==================== y_stream_deserializer
### M2 wires, y_stream_deserializer

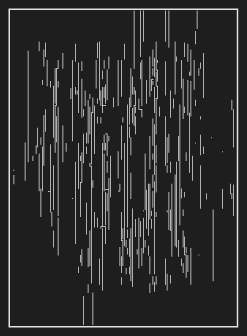
### Signal metal coverage by tile, y_stream_deserializer

The bar under the picture is 20 um long. 13 x 18 tiles, from black (low) to pale yellow (high), scaled to the fullest tile. Values are wire area over tile area, all layers added.
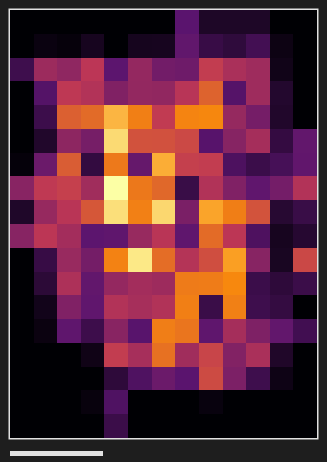
**config.mk**
```make
export PLATFORM = sky130hd
export DESIGN_NAME = y_stream_deserializer
export DESIGN_NICKNAME = d
export VERILOG_FILES = /design/src/rtl/y_stream_deserializer.sv
export SDC_FILE = /design/constraint.sdc
export NUM_CORES = 1
export LEC_CHECK = 0
export CAP_MARGIN = 20
export CELL_PAD_IN_SITES_DETAIL_PLACEMENT = 1
export CELL_PAD_IN_SITES_GLOBAL_PLACEMENT = 2
export CORE_AREA = 3 3 63 89
export DETAILED_ROUTE_END_ITERATION = 10
export DIE_AREA = 0 0 66 92
export PLACE_DENSITY_LB_ADDON = 0.1
export SLEW_MARGIN = 25
export SYNTH_ARGS = -nofsm -noshare
export SYNTH_HDL_FRONTEND = slang
export SYNTH_SLANG_ARGS = --single-unit
```
**constraint.sdc**
```tcl
create_clock -name clock -period 2.5 [get_ports clock]
set_clock_uncertainty 0.1 [all_clocks]
set_input_delay 0.5 -clock clock [delete_from_list [all_inputs] [get_ports clock]]
set_output_delay 0.5 -clock clock [all_outputs]
set_load 0.02 [all_outputs]
```
**src/rtl/y_stream_deserializer.sv**
```systemverilog
// Serial-to-parallel collector for the sequence generator's y_out stream.
// Words are assembled LSB first and held in a single-entry output buffer with a sticky overrun flag.
//
//  state | meaning
//  ------+------------------------------------------------------------
//  EMPTY | no undelivered word; a completion loads the output register
//  FULL  | word_out/ones_count hold a word awaiting word_ready
module y_stream_deserializer #(
    parameter int WIDTH = 8,
    localparam int CW = $clog2(WIDTH + 1)
) (
    input  logic             clock,
    input  logic             reset,
    input  logic             bit_in,
    input  logic             bit_valid,
    input  logic             word_ready,
    input  logic             clr_overrun,
    output logic [WIDTH-1:0] word_out,
    output logic [CW-1:0]    ones_count,
    output logic             word_valid,
    output logic             overrun,
    output logic [CW-1:0]    bit_index
);

    typedef enum logic {EMPTY = 1'b0, FULL = 1'b1} state_t;

    localparam logic [CW-1:0] LAST_INDEX = CW'(WIDTH - 1);

    state_t           state;
    logic [WIDTH-1:0] shift_reg;
    logic [CW-1:0]    part_cnt;

    logic [WIDTH-1:0] bit_mask;
    logic [WIDTH-1:0] word_next;
    logic [CW-1:0]    cnt_next;
    logic             complete;
    logic             overrun_set;

    // Positions above bit_index are always zero, so OR-ing in the new bit is enough.
    always_comb begin
        bit_mask    = WIDTH'(1) << bit_index;
        word_next   = bit_in ? (shift_reg | bit_mask) : shift_reg;
        cnt_next    = part_cnt + CW'(bit_in);
        complete    = bit_valid && (bit_index == LAST_INDEX);
        overrun_set = (state == FULL) && !word_ready && complete;
    end

    always_ff @(posedge clock) begin
        if (reset) begin
            state      <= EMPTY;
            shift_reg  <= '0;
            part_cnt   <= '0;
            bit_index  <= '0;
            word_out   <= '0;
            ones_count <= '0;
            word_valid <= 1'b0;
            overrun    <= 1'b0;
        end else begin
            if (bit_valid) begin
                if (complete) begin
                    shift_reg <= '0;
                    part_cnt  <= '0;
                    bit_index <= '0;
                end else begin
                    shift_reg <= word_next;
                    part_cnt  <= cnt_next;
                    bit_index <= bit_index + CW'(1);
                end
            end

            case (state)
                EMPTY: begin
                    if (complete) begin
                        word_out   <= word_next;
                        ones_count <= cnt_next;
                        word_valid <= 1'b1;
                        state      <= FULL;
                    end
                end
                FULL: begin
                    // Accept and completion in one cycle swap words without a bubble.
                    if (word_ready && complete) begin
                        word_out   <= word_next;
                        ones_count <= cnt_next;
                    end else if (word_ready) begin
                        word_valid <= 1'b0;
                        state      <= EMPTY;
                    end
                end
                default: begin
                    word_valid <= 1'b0;
                    state      <= EMPTY;
                end
            endcase

            if (overrun_set)
                overrun <= 1'b1;
            else if (clr_overrun)
                overrun <= 1'b0;
        end
    end

endmodule

```
==> results.ini <==
[final_layout]
fin_nets=188
post-route-util=0.383
mostFrequentLayoutCell=dfxtp_1
area_share_nonclk_buffers=0.152

[final_timing]
fin_crit_sh=0.808

[status]
status=complete, no violations

[die]
die_area_um2=6070
die_w_um=66

[power_and_ir_drop]
power_mw=1.10

[synth]
ys_seq_frac=0.428
ys_async_sr_fraction=0
largest_area_cell=dfxtp_1
top_area_frac=0.428

[detailed_routing]
routedWlPerCell_um=15.2
dr.pass1.iters=4
wl_met2_mm=1.88

[worst_setup_path]
cpPeakStageDelay_ns=0.67
worst-path-stages=1
cp.required_ns=1.90
path_delay_family=buffers and inverters

About 'M2 wires' of y_stream_deserializer:
The wires run mostly vertical. The layer carries 1880 um of wire. 164 nets have wire on it. The layer holds 52% of the routed length.

About 'Signal metal coverage by tile' of y_stream_deserializer:
24% of the tiles are nearly empty. The densest ninth of the die: centre. 21% of the tiles are over half the peak. The emptiest ninth of the die: lower left. The fullest tile reaches 0.32. The mean over all tiles is 0.092.


==================== pfd_loop_ctrl_flat
### Signal metal coverage by tile, pfd_loop_ctrl_flat

The bar under the picture is 20 um long. 22 x 15 tiles, from black (low) to pale yellow (high), scaled to the fullest tile. Values are wire area over tile area, all layers added.
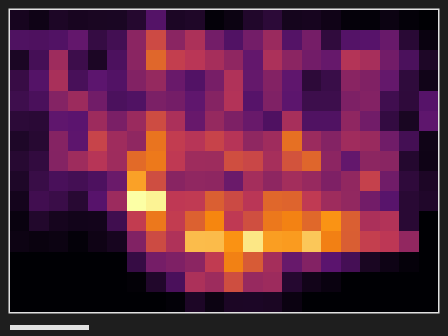
### M2 wires, pfd_loop_ctrl_flat

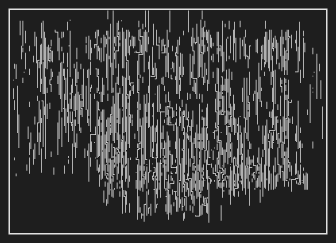
**config.mk**
```make
export PLATFORM = sky130hd
export DESIGN_NAME = pfd_loop_ctrl_flat
export DESIGN_NICKNAME = d
export VERILOG_FILES = /design/src/rtl/pfd_pkg.sv /design/src/rtl/pfd_loop_ctrl_if.sv /design/src/rtl/pfd_dco.sv /design/src/rtl/pfd_loop_ctrl.sv /design/src/flat_wrapper.sv
export SDC_FILE = /design/constraint.sdc
export NUM_CORES = 1
export LEC_CHECK = 0
export CAP_MARGIN = 40
export CORE_ASPECT_RATIO = 0.7
export CORE_UTILIZATION = 55
export DETAILED_ROUTE_END_ITERATION = 7
export GPL_TIMING_DRIVEN = 0
export PLACE_DENSITY = 0.81
export SYNTH_ARGS = -nofsm -noshare
export SYNTH_HDL_FRONTEND = slang
export SYNTH_SLANG_ARGS = --single-unit
```
**constraint.sdc**
```tcl
create_clock -name clk -period 5.5 [get_ports clk]
set_input_delay 1.1 -clock clk [delete_from_list [all_inputs] [get_ports clk]]
set_output_delay 1.1 -clock clk [all_outputs]
set_load 0.005 [all_outputs]
```
**src/rtl/pfd_pkg.sv**
```systemverilog
`default_nettype none
// ============================================================================
// Module      : pfd_pkg
// Description : Shared types, default widths/gains and saturation helpers for
//               the PFD loop controller.
// Revision    : 1.0
// ============================================================================
package pfd_pkg;

    // Signed phase error: -1 (down), 0, +1 (up)
    typedef logic signed [1:0] err_t;

    localparam err_t c_err_up   = 2'sb01;
    localparam err_t c_err_dn   = 2'sb11;
    localparam err_t c_err_zero = 2'sb00;

    localparam int c_fcw_w       = 16;
    localparam int c_acc_w       = 16;
    localparam int c_int_w       = 16;
    localparam int c_nom_fcw     = 4096;
    localparam int c_kp          = 64;
    localparam int c_ki          = 1;
    localparam int c_lock_tol    = 2;
    localparam int c_lock_cycles = 8;

    function automatic int max_i(input int a, input int b);
        return (a > b) ? a : b;
    endfunction

    // Clamp a signed value into the two's-complement range of a w-bit word.
    function automatic logic signed [63:0] sat_s(input logic signed [63:0] x,
                                                 input int                 w);
        logic signed [63:0] hi;
        logic signed [63:0] lo;
        hi = (64'sd1 <<< (w - 1)) - 64'sd1;
        lo = -(64'sd1 <<< (w - 1));
        if (x > hi)
            return hi;
        else if (x < lo)
            return lo;
        else
            return x;
    endfunction

    // Clamp a signed value into the unsigned range [0, 2^w-1].
    function automatic logic signed [63:0] clamp_u(input logic signed [63:0] x,
                                                   input int                 w);
        logic signed [63:0] hi;
        hi = (64'sd1 <<< w) - 64'sd1;
        if (x > hi)
            return hi;
        else if (x < 64'sd0)
            return 64'sd0;
        else
            return x;
    endfunction

endpackage
`default_nettype wire

```
**src/rtl/pfd_loop_ctrl_if.sv**
```systemverilog
`default_nettype none
// ============================================================================
// Module      : pfd_loop_ctrl_if
// Description : PFD pulse inputs, hold control and DCO/lock outputs.
// Revision    : 1.0
// ============================================================================
interface pfd_loop_ctrl_if #(
    parameter int FCW_W = 16
) ();
    logic             qa;
    logic             qb;
    logic             freeze;
    logic             clk_out;
    logic [FCW_W-1:0] fcw;
    logic             locked;

    modport master (
        output qa,
        output qb,
        output freeze,
        input  clk_out,
        input  fcw,
        input  locked
    );

    modport slave (
        input  qa,
        input  qb,
        input  freeze,
        output clk_out,
        output fcw,
        output locked
    );
endinterface
`default_nettype wire

```
**src/rtl/pfd_dco.sv**
```systemverilog
`default_nettype none
// ============================================================================
// Module      : pfd_dco
// Description : Phase-accumulator DCO; clk_out is the registered accumulator MSB.
// Revision    : 1.0
// ============================================================================
module pfd_dco #(
    parameter int FCW_W = 16,
    parameter int ACC_W = 16
) (
    input  logic             clk,
    input  logic             rst,
    input  logic [FCW_W-1:0] fcw,
    output logic             acc_msb,
    output logic             clk_out
);
    logic [ACC_W-1:0] r_acc;
    logic             r_clk_out;

    always_ff @(posedge clk) begin
        if (rst) begin
            r_acc     <= '0;
            r_clk_out <= 1'b0;
        end else begin
            // Modular wrap is the intended oscillation mechanism
            r_acc     <= r_acc + ACC_W'(fcw);
            r_clk_out <= r_acc[ACC_W-1];
        end
    end

    assign acc_msb = r_acc[ACC_W-1];
    assign clk_out = r_clk_out;
endmodule
`default_nettype wire

```
**src/rtl/pfd_loop_ctrl.sv**
```systemverilog
`default_nettype none
// ============================================================================
// Module      : pfd_loop_ctrl
// Description : PFD-driven PI loop filter, DCO and lock detector.
// Revision    : 1.0
// ============================================================================
module pfd_loop_ctrl
    import pfd_pkg::*;
#(
    parameter int FCW_W       = c_fcw_w,
    parameter int ACC_W       = c_acc_w,
    parameter int INT_W       = c_int_w,
    parameter int NOM_FCW     = c_nom_fcw,
    parameter int KP          = c_kp,
    parameter int KI          = c_ki,
    parameter int LOCK_TOL    = c_lock_tol,
    parameter int LOCK_CYCLES = c_lock_cycles
) (
    input  logic            clk,
    input  logic            rst,
    pfd_loop_ctrl_if.slave  bus
);
    localparam int c_sum_w  = max_i(FCW_W, INT_W) + 2;
    localparam int c_wcnt_w = $clog2(LOCK_TOL + 2);
    localparam int c_lcnt_w = $clog2(LOCK_CYCLES + 1);

    localparam logic [c_wcnt_w-1:0] c_wmax = c_wcnt_w'(LOCK_TOL + 1);
    localparam logic [c_lcnt_w-1:0] c_lmax = c_lcnt_w'(LOCK_CYCLES);

    // Two-flop synchronisers for the asynchronous PFD pulses
    logic r_qa_m, r_qa_s;
    logic r_qb_m, r_qb_s;

    always_ff @(posedge clk) begin
        if (rst) begin
            r_qa_m <= 1'b0;
            r_qa_s <= 1'b0;
            r_qb_m <= 1'b0;
            r_qb_s <= 1'b0;
        end else begin
            r_qa_m <= bus.qa;
            r_qa_s <= r_qa_m;
            r_qb_m <= bus.qb;
            r_qb_s <= r_qb_m;
        end
    end

    err_t w_err;

    always_comb begin
        w_err = c_err_zero;
        case ({r_qa_s, r_qb_s})
            2'b10:   w_err = c_err_up;
            2'b01:   w_err = c_err_dn;
            default: w_err = c_err_zero;
        endcase
    end

    // PI filter
    logic signed [INT_W-1:0]   r_integ;
    logic signed [63:0]        w_integ_wide;
    logic signed [INT_W-1:0]   w_integ_sat;
    logic signed [INT_W-1:0]   w_integ_next;
    logic signed [c_sum_w-1:0] w_fcw_sum;
    logic        [FCW_W-1:0]   w_fcw_next;
    logic        [FCW_W-1:0]   r_fcw;

    always_comb begin
        w_integ_wide = 64'(r_integ) + 64'(w_err) * 64'(KI);
        w_integ_sat  = INT_W'(sat_s(w_integ_wide, INT_W));
        w_integ_next = bus.freeze ? r_integ : w_integ_sat;
        // Proportional path stays live while the integrator is held
        w_fcw_sum    = c_sum_w'(NOM_FCW) + c_sum_w'(w_integ_next)
                     + c_sum_w'(w_err) * c_sum_w'(KP);
        w_fcw_next   = FCW_W'(clamp_u(64'(w_fcw_sum), FCW_W));
    end

    always_ff @(posedge clk) begin
        if (rst) begin
            r_integ <= '0;
            r_fcw   <= FCW_W'(NOM_FCW);
        end else begin
            r_integ <= w_integ_next;
            r_fcw   <= w_fcw_next;
        end
    end

    logic w_acc_msb;
    logic w_clk_out;

    pfd_dco #(
        .FCW_W (FCW_W),
        .ACC_W (ACC_W)
    ) u_dco (
        .clk     (clk),
        .rst     (rst),
        .fcw     (r_fcw),
        .acc_msb (w_acc_msb),
        .clk_out (w_clk_out)
    );

    // Lock detector
    logic                r_locked;
    logic [c_wcnt_w-1:0] r_width_cnt;
    logic [c_lcnt_w-1:0] r_lock_cnt;
    logic                w_pulse;
    logic [c_wcnt_w-1:0] w_width_next;
    logic                w_viol;
    logic                w_rise;

    always_comb begin
        w_pulse = r_qa_s | r_qb_s;
        if (!w_pulse)
            w_width_next = '0;
        else if (r_width_cnt == c_wmax)
            w_width_next = r_width_cnt;
        else
            w_width_next = r_width_cnt + c_wcnt_w'(1);
        w_viol = (w_width_next == c_wmax);
        // clk_out holds the previous accumulator MSB, so this marks a 0->1 step
        w_rise = w_acc_msb & ~w_clk_out;
    end

    always_ff @(posedge clk) begin
        if (rst) begin
            r_width_cnt <= '0;
            r_lock_cnt  <= '0;
            r_locked    <= 1'b0;
        end else begin
            r_width_cnt <= w_width_next;
            if (w_viol) begin
                r_lock_cnt <= '0;
                r_locked   <= 1'b0;
            end else begin
                if (w_rise && (r_lock_cnt != c_lmax))
                    r_lock_cnt <= r_lock_cnt + c_lcnt_w'(1);
                if (r_lock_cnt == c_lmax)
                    r_locked <= 1'b1;
            end
        end
    end

    assign bus.fcw     = r_fcw;
    assign bus.clk_out = w_clk_out;
    assign bus.locked  = r_locked;
endmodule
`default_nettype wire
```
**src/flat_wrapper.sv**
```systemverilog
// flat-port wrapper written by rule: the top's interface ports become plain ports
module pfd_loop_ctrl_flat import pfd_pkg::*;
#(
    parameter int FCW_W       = c_fcw_w,
    parameter int ACC_W       = c_acc_w,
    parameter int INT_W       = c_int_w,
    parameter int NOM_FCW     = c_nom_fcw,
    parameter int KP          = c_kp,
    parameter int KI          = c_ki,
    parameter int LOCK_TOL    = c_lock_tol,
    parameter int LOCK_CYCLES = c_lock_cycles
)
  (clk, rst, bus_qa, bus_qb, bus_freeze, bus_clk_out, bus_fcw, bus_locked);
  pfd_loop_ctrl_if #(.FCW_W(FCW_W)) bus_i ();
  input  logic clk;
  input  logic rst;
  input wire logic [$bits(bus_i.qa)-1:0] bus_qa;
  input wire logic [$bits(bus_i.qb)-1:0] bus_qb;
  input wire logic [$bits(bus_i.freeze)-1:0] bus_freeze;
  output wire logic [$bits(bus_i.clk_out)-1:0] bus_clk_out;
  output wire logic [$bits(bus_i.fcw)-1:0] bus_fcw;
  output wire logic [$bits(bus_i.locked)-1:0] bus_locked;
  assign bus_i.qa = bus_qa;
  assign bus_i.qb = bus_qb;
  assign bus_i.freeze = bus_freeze;
  assign bus_clk_out = bus_i.clk_out;
  assign bus_fcw = bus_i.fcw;
  assign bus_locked = bus_i.locked;
  pfd_loop_ctrl #(.FCW_W(FCW_W), .ACC_W(ACC_W), .INT_W(INT_W), .NOM_FCW(NOM_FCW), .KP(KP), .KI(KI), .LOCK_TOL(LOCK_TOL), .LOCK_CYCLES(LOCK_CYCLES)) u_core (.clk(clk), .rst(rst), .bus(bus_i));
endmodule
```
==> results.ini <==
[final_layout]
fin_area_um2=5050
logic_gates=399
dominant_cells=combinational gates
final_cells=659

[final_timing]
hold_viol=0

[synth]
synth_chip_area_um2=4310
syn_area_per_cell_um2=8.41
ys_seq_frac=0.279
largest_area_cell=dfxtp_1

[power_and_ir_drop]
power.switching_uw=451
power_sequential_uw=526

[detailed_routing]
dr.max_layer_used=met4
routedWlPerCell_um=17.5

[global_routing]
grtUsageMet3=0.0813
grt_first_pass_wirelength_mm=18.1

[worst_hold_path]
hold_end=u_core.r_qb_s
hp-class=reg -> reg

[clock_network]
cts_root_buf=clkbuf_8
cts.sinks=60

[die]
die-height_um=76.0

[status]
status=complete, no violations

Notes on 'Signal metal coverage by tile' of pfd_loop_ctrl_flat above:
13% of the tiles are nearly empty. The mean over all tiles is 0.23. 17% of the tiles are over half the peak. The fullest tile reaches 0.82.

Notes on 'M2 wires' of pfd_loop_ctrl_flat above:
The longest straight run is 27.9 um. 528 nets have wire on it. The layer holds 43% of the routed length. The wires run mostly vertical.


==================== s2_bank_loader
### Met1 routing, s2_bank_loader

The bar under the picture is 20 um long.
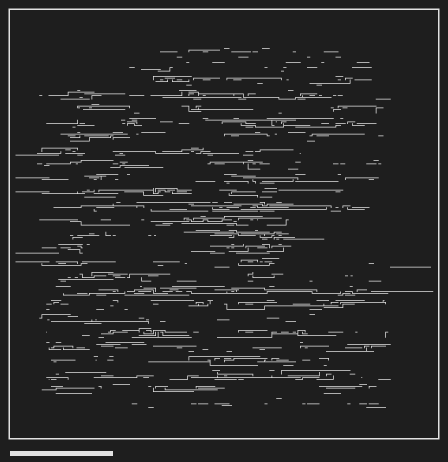
### M2 wires, s2_bank_loader

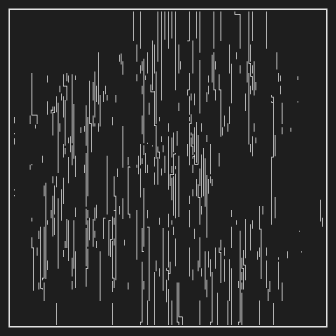
`src/rtl/s2_pkg.sv`:
```
// rtl/s2_pkg.sv - shared stage-2 operand memory geometry and loader state encoding
package s2_pkg;

    localparam int S2_WORDS_PER_BANK = 36;
    localparam int S2_NUM_BANKS      = 4;
    localparam int S2_ADDR_W         = 6;
    localparam int S2_BANK_W         = 2;

    typedef enum logic [1:0] {
        LOAD      = 2'd0,
        FLUSH     = 2'd1,
        HANDOFF   = 2'd2,
        WAIT_DONE = 2'd3
    } loader_state_t;

endpackage

```
`src/rtl/s2_bank_addr_gen.sv`:
```
// rtl/s2_bank_addr_gen.sv - nested word/bank address counter for bank-major operand writes
module s2_bank_addr_gen
    import s2_pkg::*;
#(
    parameter int WORDS_PER_BANK = S2_WORDS_PER_BANK,
    parameter int NUM_BANKS      = S2_NUM_BANKS
) (
    input  logic                 clk,
    input  logic                 reset,
    input  logic                 inc,
    input  logic                 clear,
    output logic [S2_ADDR_W-1:0] addr,
    output logic [S2_BANK_W-1:0] bank,
    output logic                 last
);

    localparam logic [S2_ADDR_W-1:0] ADDR_MAX = S2_ADDR_W'(WORDS_PER_BANK - 1);
    localparam logic [S2_BANK_W-1:0] BANK_MAX = S2_BANK_W'(NUM_BANKS - 1);

    logic addr_last;

    assign addr_last = (addr == ADDR_MAX);
    assign last      = addr_last && (bank == BANK_MAX);

    // clear wins over inc so a non-power-of-two bank count still restarts at bank 0
    always_ff @(posedge clk) begin
        if (reset || clear) begin
            addr <= '0;
            bank <= '0;
        end else if (inc) begin
            if (addr_last) begin
                addr <= '0;
                bank <= bank + 1'b1;
            end else begin
                addr <= addr + 1'b1;
            end
        end
    end

endmodule

```
`src/rtl/s2_bank_loader.sv`:
```
// rtl/s2_bank_loader.sv - streams one frame into the stage-2 operand banks and hands it off
module s2_bank_loader
    import s2_pkg::*;
#(
    parameter int DATA_W         = 16,
    parameter int WORDS_PER_BANK = S2_WORDS_PER_BANK,
    parameter int NUM_BANKS      = S2_NUM_BANKS
) (
    input  logic                 clk,
    input  logic                 reset,
    input  logic                 in_valid,
    input  logic [DATA_W-1:0]    in_data,
    output logic                 in_ready,
    input  logic                 busy_proc,
    output logic                 wr_en,
    output logic [S2_BANK_W-1:0] wr_bank,
    output logic [S2_ADDR_W-1:0] wr_addr,
    output logic [DATA_W-1:0]    wr_data,
    output logic                 data_rdy,
    output logic                 busy_load,
    output logic [7:0]           frame_cnt
);

    loader_state_t        state;
    logic                 accept;
    logic                 frame_last;
    logic [S2_ADDR_W-1:0] addr;
    logic [S2_BANK_W-1:0] bank;

    assign accept = in_valid && in_ready;

    s2_bank_addr_gen #(
        .WORDS_PER_BANK (WORDS_PER_BANK),
        .NUM_BANKS      (NUM_BANKS)
    ) u_addr_gen (
        .clk   (clk),
        .reset (reset),
        .inc   (accept),
        .clear (accept && frame_last),
        .addr  (addr),
        .bank  (bank),
        .last  (frame_last)
    );

    always_ff @(posedge clk) begin
        if (reset) begin
            wr_en   <= 1'b0;
            wr_bank <= '0;
            wr_addr <= '0;
            wr_data <= '0;
        end else begin
            wr_en <= accept;
            if (accept) begin
                wr_bank <= bank;
                wr_addr <= addr;
                wr_data <= in_data;
            end
        end
    end

    // Flags are registered alongside the state so each output follows the state it names.
    // FLUSH exists only to let the final write reach memory before data_rdy is raised.
    always_ff @(posedge clk) begin
        if (reset) begin
            state     <= LOAD;
            in_ready  <= 1'b1;
            data_rdy  <= 1'b0;
            busy_load <= 1'b0;
            frame_cnt <= '0;
        end else begin
            case (state)
                LOAD: begin
                    if (accept && frame_last) begin
                        state     <= FLUSH;
                        in_ready  <= 1'b0;
                        busy_load <= 1'b1;
                    end
                end
                FLUSH: begin
                    state    <= HANDOFF;
                    data_rdy <= 1'b1;
                end
                HANDOFF: begin
                    // drop the request as soon as the consumer starts so it cannot rerun
                    if (busy_proc) begin
                        state     <= WAIT_DONE;
                        data_rdy  <= 1'b0;
                        frame_cnt <= frame_cnt + 8'd1;
                    end
                end
                WAIT_DONE: begin
                    if (!busy_proc) begin
                        state     <= LOAD;
                        in_ready  <= 1'b1;
                        busy_load <= 1'b0;
                    end
                end
                default: begin
                    state     <= LOAD;
                    in_ready  <= 1'b1;
                    data_rdy  <= 1'b0;
                    busy_load <= 1'b0;
                end
            endcase
        end
    end

endmodule

```
`config.mk`:
```
export PLATFORM = sky130hd
export DESIGN_NAME = s2_bank_loader
export DESIGN_NICKNAME = d
export VERILOG_FILES = /design/src/rtl/s2_pkg.sv /design/src/rtl/s2_bank_addr_gen.sv /design/src/rtl/s2_bank_loader.sv
export SDC_FILE = /design/constraint.sdc
export NUM_CORES = 1
export LEC_CHECK = 0
export ABC_CLOCK_PERIOD_IN_PS = 1940
export CELL_PAD_IN_SITES_DETAIL_PLACEMENT = 0
export CELL_PAD_IN_SITES_GLOBAL_PLACEMENT = 1
export CORE_MARGIN = 5
export CORE_UTILIZATION = 35
export CTS_BUF_LIST = sky130_fd_sc_hd__clkbuf_4
export CTS_CLUSTER_SIZE = 30
export DETAILED_ROUTE_END_ITERATION = 16
export PLACE_DENSITY_LB_ADDON = 0.2
export SLEW_MARGIN = 20
export SYNTH_ARGS = -nofsm -noshare
export SYNTH_HDL_FRONTEND = slang
export SYNTH_HIERARCHICAL = 1
export SYNTH_SLANG_ARGS = --single-unit
export TNS_END_PERCENT = 10
```
`constraint.sdc`:
```
create_clock -name clk -period 1.94 [get_ports clk]
set_clock_uncertainty 0.1 [all_clocks]
set_input_delay 0.291 -clock clk [delete_from_list [all_inputs] [get_ports clk]]
set_output_delay 0.291 -clock clk [all_outputs]
set_load 0.03 [all_outputs]
```
==> results.ini <==
[status]
status=complete, no violations

[worst_setup_path]
end_kind=output pin

[power_and_ir_drop]
power.group.top=sequential cells
p_comb_uw=215

[synth]
ys_sh_simple=0.236
top_cell=nand2_1
synth_chip_area_um2=1870
synth_nets=247

[final_timing]
rsz0062_at_grt=true
fin_crit_sh=0.949
setup_viol_count_final=0
clock.fmax_ghz=0.543
worst_slew_pin_slew_ns=0.437

[final_layout]
dominant_cells=flip-flops and latches
nFillCells=541

[detailed_routing]
drtAntennaViolNets=0
routedWlPerCell_um=12.0

[clock_network]
cts_htree_levels=2

[global_routing]
grt_first_pass_wirelength_mm=7.55

[die]
io_pins=56

About 'Met1 routing' of s2_bank_loader:
The longest straight run is 21.2 um. The layer holds 47% of the routed length. 288 nets have wire on it. The wires run mostly horizontal.

About 'M2 wires' of s2_bank_loader:
The layer carries 2040 um of wire. 246 nets have wire on it.



## Gallery

Routing congestion.
(a)
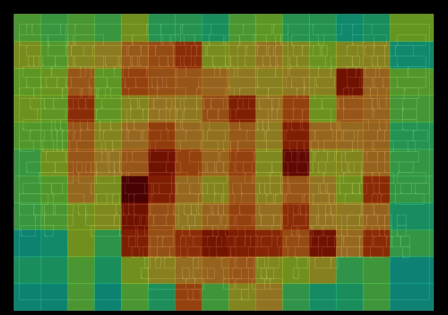
(b)
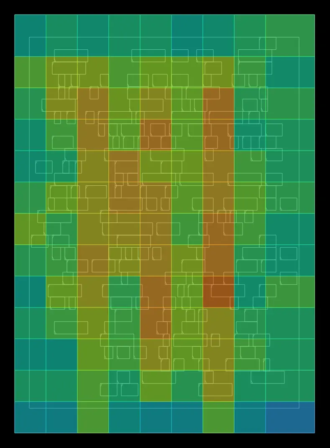
(c)
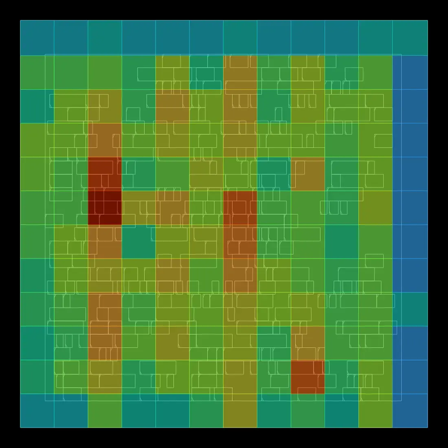
pfd_loop_ctrl_flat is (a).
s2_bank_loader is (c).
y_stream_deserializer is (b).

